==================== base_rrmux_flat
base_rrmux_flat, clock distribution:
(12 px per um)
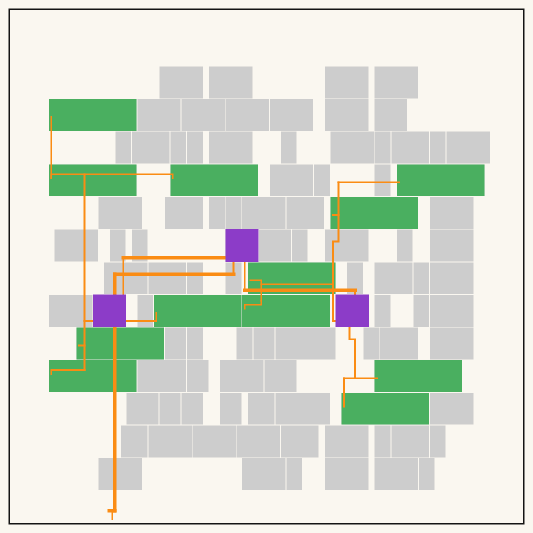

$ cat config.mk
export PLATFORM = sky130hd
export DESIGN_NAME = base_rrmux_flat
export DESIGN_NICKNAME = d
export VERILOG_FILES = /design/src/rtl/base_rrmux_if.sv /design/src/rtl/base_rrmux.sv /design/src/flat_wrapper.sv
export SDC_FILE = /design/constraint.sdc
export NUM_CORES = 1
export LEC_CHECK = 0
export CAP_MARGIN = 15
export CORE_MARGIN = 2
export CORE_UTILIZATION = 38
export DETAILED_ROUTE_END_ITERATION = 12
export PLACE_DENSITY = 0.81
export SYNTH_ARGS = -nofsm -noshare
export SYNTH_HDL_FRONTEND = slang
export SYNTH_SLANG_ARGS = --single-unit
$ cat constraint.sdc
create_clock -name clk -period 3.2 [get_ports clk]
set_input_delay 0.32 -clock clk [delete_from_list [all_inputs] [get_ports clk]]
set_output_delay 0.32 -clock clk [all_outputs]
set_load 0.005 [all_outputs]
$ cat src/rtl/base_rrmux_if.sv
// base_rrmux_if: bundles the per-way input streams and the merged output stream.
//   i_v/i_r/i_d : per-way valid, ready and packed data (way w at [w*width +: width])
//   o_v/o_r/o_d : merged output valid, downstream ready and data
//   o_s         : one-hot source way of the current output beat
// Modports: master = stream sources plus downstream sink, slave = the merge stage.
interface base_rrmux_if #(
  parameter int unsigned ways  = 2,
  parameter int unsigned width = 8
);
  logic [0:ways-1]       i_v;
  logic [0:ways-1]       i_r;
  logic [0:ways*width-1] i_d;
  logic                  o_v;
  logic                  o_r;
  logic [0:width-1]      o_d;
  logic [0:ways-1]       o_s;

  modport master (
    output i_v, i_d, o_r,
    input  i_r, o_v, o_d, o_s
  );

  modport slave (
    input  i_v, i_d, o_r,
    output i_r, o_v, o_d, o_s
  );
endinterface

$ cat src/rtl/base_rrmux.sv
// base_rrmux: registered round-robin merge of `ways` valid/ready streams.
// Ports:
//   clk   : rising-edge clock
//   reset : synchronous active-high reset
//   bus   : base_rrmux_if.slave (i_v/i_r/i_d in, o_v/o_r/o_d/o_s out)
// The winner's data lands in a single output register with a one-hot source tag;
// priority rotates to start just after the most recently granted way.
module base_rrmux #(
  parameter int unsigned ways  = 2,
  parameter int unsigned width = 8
) (
  input  logic         clk,
  input  logic         reset,
  base_rrmux_if.slave  bus
);

  localparam int unsigned IDX_W = (ways > 1) ? $clog2(ways) : 1;
  // Way ways-1 marked as last so way 0 wins first after reset.
  localparam logic [0:ways-1] LAST_RST = {{(ways-1){1'b0}}, 1'b1};

  logic [0:ways-1]  last_q, last_d;
  logic             o_v_q, o_v_d;
  logic [0:width-1] o_d_q, o_d_d;
  logic [0:ways-1]  o_s_q, o_s_d;

  logic [0:ways-1]  gnt;
  logic             found;
  logic             ld;

  // Register may load when empty or draining this cycle.
  assign ld = ~o_v_q | bus.o_r;

  // Rotating-priority search: offset k from the last-granted way j.
  always_comb begin
    gnt   = '0;
    found = 1'b0;
    for (int unsigned k = 1; k <= ways; k++) begin
      for (int unsigned j = 0; j < ways; j++) begin
        if (!found && last_q[j] && bus.i_v[IDX_W'((j + k) % ways)]) begin
          gnt[IDX_W'((j + k) % ways)] = 1'b1;
          found = 1'b1;
        end
      end
    end
  end

  // No acceptance while reset is held, so nothing is lost in the reset cycle.
  assign bus.i_r = gnt & {ways{ld & ~reset}};

  // Next-state: load the granted beat, drain when empty-going, otherwise hold.
  always_comb begin
    o_v_d  = o_v_q;
    o_d_d  = o_d_q;
    o_s_d  = o_s_q;
    last_d = last_q;
    if (ld && found) begin
      o_v_d  = 1'b1;
      o_s_d  = gnt;
      last_d = gnt;
      for (int unsigned w = 0; w < ways; w++) begin
        if (gnt[w]) begin
          o_d_d = bus.i_d[w*width +: width];
        end
      end
    end else if (ld) begin
      o_v_d = 1'b0;
    end
  end

  always_ff @(posedge clk) begin
    if (reset) begin
      o_v_q  <= 1'b0;
      o_d_q  <= '0;
      o_s_q  <= '0;
      last_q <= LAST_RST;
    end else begin
      o_v_q  <= o_v_d;
      o_d_q  <= o_d_d;
      o_s_q  <= o_s_d;
      last_q <= last_d;
    end
  end

  assign bus.o_v = o_v_q;
  assign bus.o_d = o_d_q;
  assign bus.o_s = o_s_q;

endmodule

$ cat src/flat_wrapper.sv
// flat-port wrapper written by rule: the top's interface ports become plain ports
module base_rrmux_flat 
#(
  parameter int unsigned ways  = 2,
  parameter int unsigned width = 8
)
  (clk, reset, bus_i_v, bus_i_d, bus_o_r, bus_i_r, bus_o_v, bus_o_d, bus_o_s);
  base_rrmux_if #(.ways(ways), .width(width)) bus_i ();
  input  logic clk;
  input  logic reset;
  input wire logic [$bits(bus_i.i_v)-1:0] bus_i_v;
  input wire logic [$bits(bus_i.i_d)-1:0] bus_i_d;
  input wire logic [$bits(bus_i.o_r)-1:0] bus_o_r;
  output wire logic [$bits(bus_i.i_r)-1:0] bus_i_r;
  output wire logic [$bits(bus_i.o_v)-1:0] bus_o_v;
  output wire logic [$bits(bus_i.o_d)-1:0] bus_o_d;
  output wire logic [$bits(bus_i.o_s)-1:0] bus_o_s;
  assign bus_i.i_v = bus_i_v;
  assign bus_i.i_d = bus_i_d;
  assign bus_i.o_r = bus_o_r;
  assign bus_i_r = bus_i.i_r;
  assign bus_o_v = bus_i.o_v;
  assign bus_o_d = bus_i.o_d;
  assign bus_o_s = bus_i.o_s;
  base_rrmux #(.ways(ways), .width(width)) u_core (.clk(clk), .reset(reset), .bus(bus_i));
endmodule
==================== seq_counter
--- src/rtl/seq_counter_pkg.sv ---
// seq_counter_pkg: shared types and constants for the seq_counter block.
//   state_t    - FSM state encoding (IDLE, RUN, DONE)
//   ctr_op_t   - command from the FSM to the count register
//   SEQ_WIDTH  - default width of count and last
package seq_counter_pkg;

   localparam int SEQ_WIDTH = 6;

   typedef enum logic [1:0] {
      IDLE = 2'b00,
      RUN  = 2'b01,
      DONE = 2'b10
   } state_t;

   typedef enum logic [1:0] {
      CTR_CLEAR = 2'b00,
      CTR_HOLD  = 2'b01,
      CTR_INC   = 2'b10
   } ctr_op_t;

endpackage

--- src/rtl/seq_counter_core.sv ---
// seq_counter_core: count register that clears, holds or increments on command.
//   clk    in   rising-edge clock
//   rstn   in   asynchronous active-low reset, clears count
//   op     in   ctr_op_t command applied at the next clk edge
//   count  out  registered count value
module seq_counter_core
   import seq_counter_pkg::*;
#(
   parameter int WIDTH = SEQ_WIDTH
) (
   input  logic             clk,
   input  logic             rstn,
   input  logic [1:0]       op,
   output logic [WIDTH-1:0] count
);

   logic [WIDTH-1:0] count_q;
   logic [WIDTH-1:0] count_d;

   always_comb begin
      count_d = (op == CTR_INC)  ? count_q + WIDTH'(1) :
                (op == CTR_HOLD) ? count_q : '0;
   end

   always_ff @(posedge clk or negedge rstn) begin
      if (!rstn) count_q <= '0;
      else       count_q <= count_d;
   end

   assign count = count_q;

endmodule

--- src/rtl/seq_counter.sv ---
// seq_counter: start-triggered counter sequencer with one-shot and auto-restart modes.
//   clk           in   rising-edge clock
//   rstn          in   asynchronous active-low reset
//   enable        in   advance gate, sampled each clk
//   start         in   single-cycle (re)start request; latches last and auto_restart
//   last          in   terminal count value
//   auto_restart  in   1 = wrap continuously, 0 = one-shot
//   count         out  registered current count
//   busy          out  high while in RUN
//   tc            out  combinational terminal-count strobe
//   done          out  one-cycle completion pulse after a one-shot sequence
// Build option: SEQ_COUNTER_HOLD_EN makes enable=0 hold the count in RUN;
// without it enable=0 clears the count (legacy clear-on-disable).
module seq_counter
   import seq_counter_pkg::*;
#(
   parameter int WIDTH = SEQ_WIDTH
) (
   input  logic             clk,
   input  logic             rstn,
   input  logic             enable,
   input  logic             start,
   input  logic [WIDTH-1:0] last,
   input  logic             auto_restart,
   output logic [WIDTH-1:0] count,
   output logic             busy,
   output logic             tc,
   output logic             done
);

   state_t           state_q, state_d;
   logic [WIDTH-1:0] last_q, last_d;
   logic             mode_q, mode_d;
   logic [1:0]       ctr_op;

   assign tc   = (state_q == RUN) & enable & (count == last_q) & ~start;
   assign busy = (state_q == RUN);
   assign done = (state_q == DONE);

   always_comb begin
      state_d = state_q;
      last_d  = last_q;
      mode_d  = mode_q;
      ctr_op  = CTR_CLEAR;
      if (start) begin
         state_d = RUN;
         last_d  = last;
         mode_d  = auto_restart;
      end else begin
         case (state_q)
            RUN: begin
               if (!enable) begin
`ifdef SEQ_COUNTER_HOLD_EN
                  ctr_op = CTR_HOLD;
`else
                  ctr_op = CTR_CLEAR;
`endif
               end else if (tc) begin
                  // one-shot parks on last_q for the DONE cycle; auto wraps to 0
                  ctr_op  = mode_q ? CTR_CLEAR : CTR_HOLD;
                  state_d = mode_q ? RUN : DONE;
               end else begin
                  ctr_op = CTR_INC;
               end
            end
            DONE:    state_d = IDLE;
            default: state_d = IDLE;
         endcase
      end
   end

   always_ff @(posedge clk or negedge rstn) begin
      if (!rstn) begin
         state_q <= IDLE;
         last_q  <= '0;
         mode_q  <= 1'b0;
      end else begin
         state_q <= state_d;
         last_q  <= last_d;
         mode_q  <= mode_d;
      end
   end

   seq_counter_core #(.WIDTH(WIDTH)) u_core (
      .clk   (clk),
      .rstn  (rstn),
      .op    (ctr_op),
      .count (count)
   );

endmodule

--- config.mk ---
export PLATFORM = sky130hd
export DESIGN_NAME = seq_counter
export DESIGN_NICKNAME = d
export VERILOG_FILES = /design/src/rtl/seq_counter_pkg.sv /design/src/rtl/seq_counter_core.sv /design/src/rtl/seq_counter.sv
export SDC_FILE = /design/constraint.sdc
export NUM_CORES = 1
export LEC_CHECK = 0
export ABC_CLOCK_PERIOD_IN_PS = 5450
export CORE_MARGIN = 2
export CORE_UTILIZATION = 49
export DETAILED_ROUTE_END_ITERATION = 6
export GPL_TIMING_DRIVEN = 0
export PLACE_DENSITY = 0.81
export SLEW_MARGIN = 10
export SYNTH_ARGS = -nofsm -noshare
export SYNTH_HDL_FRONTEND = slang
export SYNTH_HIERARCHICAL = 1
export SYNTH_SLANG_ARGS = --single-unit
--- constraint.sdc ---
create_clock -name clk -period 5.45 [get_ports clk]
set_input_delay 1.09 -clock clk [delete_from_list [all_inputs] [get_ports clk]]
set_output_delay 1.09 -clock clk [all_outputs]
set_load 0.1 [all_outputs]
base_rrmux_flat, the metal 2 layer:
(12 px per um) Cells faint in the background.
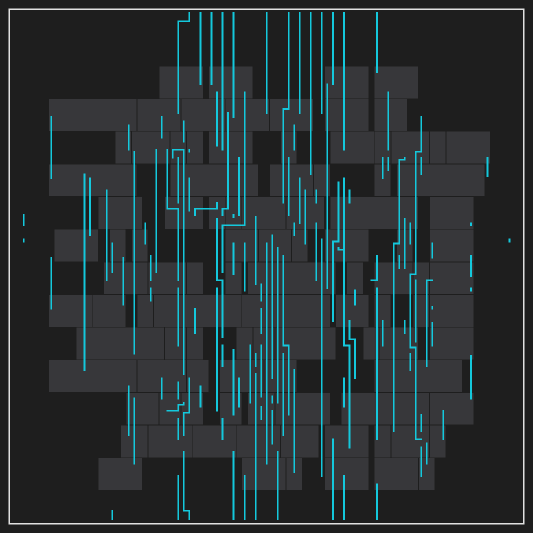
share of all routed wire: 52%
wire length on this layer: 714 um
vias after detailed routing: 596
GR Layer Usage met2: 30.00%
final WL: 1377 um

base_rrmux_flat, nets reached from selected ports:
(10 px per um)
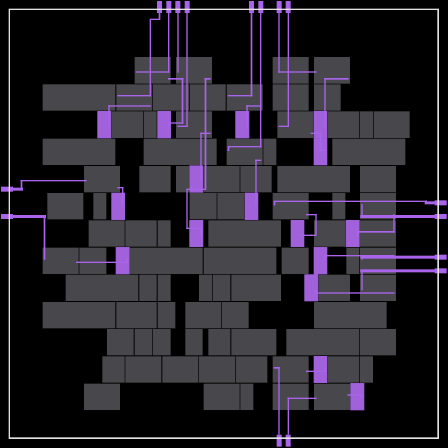
[`bus_i_d`] purple | bits: 16 | direction: input | end cells: 16 | buffers: 16 | wire: 253 um

About 'clock distribution' of base_rrmux_flat:
[clock drivers] purple | count: 3
[flip-flops] green | count: 12
[clock wires] orange | length: 148 um
routed clock nets: 4

==> qor.yml, base_rrmux_flat <==
run_status: "completed"
warnings: 26
post-cts-setup-buffer-count: 0
maxCapViolations: 0
yosys_cells: 68
ys.flops: 12
cts_tree: "built"
p_comb_share_pct: 33.3
dr_wl_met2_um: 713
pin_count: 34
period_used_pct: 67.92
top_power_group: "sequential cells"
inv_count: 0
root_buffer: "clkbuf_4"
async_reset_ff_share_pct: 0
yosysTopAreaCell: "dfxtp_1"
yosysMostFrequentCell: "nand2_1"
switching_share_pct: 27.69
ant_nets: 0
cts_sinks: 12
setup_ws_ns: 1.026
syn-cell-area_sq_um: 570.5
aoi_share_pct: 22.37
post-route-util_pct: 67.84
p_total_w: 0.0004073
seq_counter, clock routing:
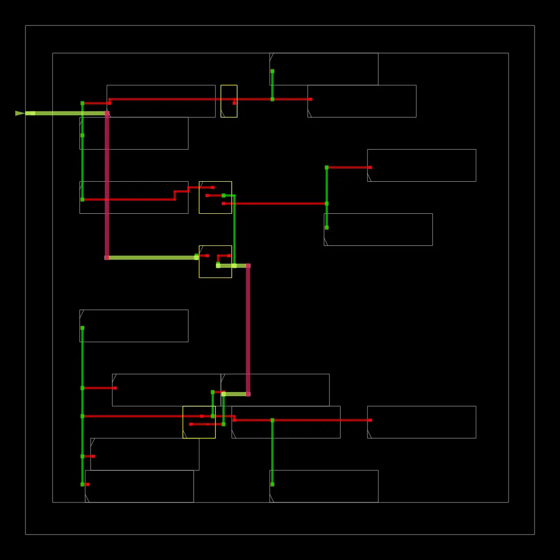
CTS Buf Count: 3
Clock Skew: 0.004162 ns
clk latency late pin: 0.28 ns

seq_counter, nets reached from selected ports:
(8 px per um)
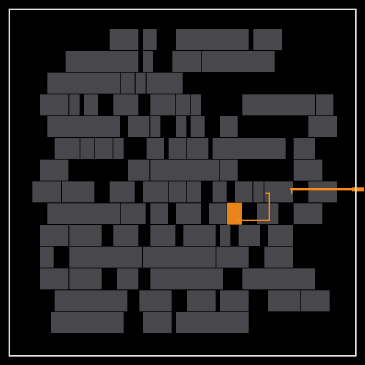
[`tc`] orange | bits: 1 | direction: output | end cells: 1 | buffers: 1 | wire: 16.1 um
io pins: 20
Port-buffer cells: 18

==> qor.yml, seq_counter <==
antennaDiodeCount: 0
critPathLaunch: "enable"
top_power_group: "sequential cells"
power_frac_clock_pct: 27.2
r2r-start: "u_core/count[2]"
fmax_mhz: 239.0
cts_buffer_depth: 2
antenna_found_initial: 0
cp_common_cell: "clkdlybuf4s50_1"
p_switching_w: 0.00005785
slew_viol_final: 0
ys.flop_type: "dfrtp_1"
tightest_slew_ns: 0.9654
grt_first_pass_wirelength_um: 2484
reg2reg_depth: 6
seq_cell_power_w: 0.000123
drc_errors: 0
synthTopCellsByCount: "15 x dfrtp_1, 7 x mux2_2, 5 x o21ai_0"
yosysChipArea_sq_um: 750.7
cpPeakStageDelay_ns: 1.16
warnings: 26
syn2layout_area_growth_pct: 30.17
ctsHoldBuffers: 0
grt_max_degree: 16
postSynthCellCount: 66
cts_sinks: 15
seq_area_sq_um: 375.4
drtIter0Drc: 5
run_status: "completed"
reg2reg_to: "u_core/count[5]"
placed_area_sq_um: 950.9

## Gallery

Placement by cell class.
Plate I
(10 px per um) Fill, decap, tap and diode cells in grey.
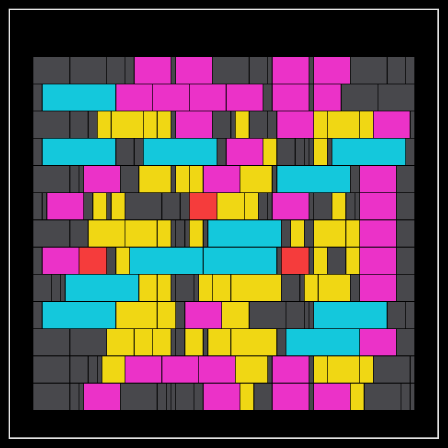
Plate II
(8 px per um) Fill, decap, tap and diode cells in grey.
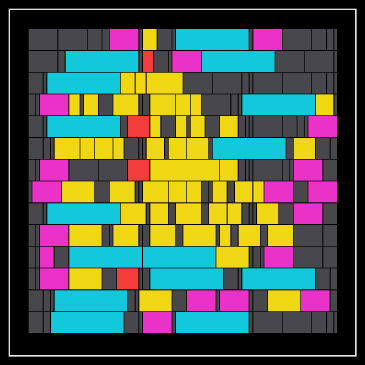
Plate II is seq_counter.
Plate I is base_rrmux_flat.

Key to Plate II:
[clock drivers and dummy loads] red | cells: 4
[remaining buffers and delay cells] magenta | cells: 19
[combinational and other logic] yellow | cells: 50
[sequential cells] cyan | cells: 15


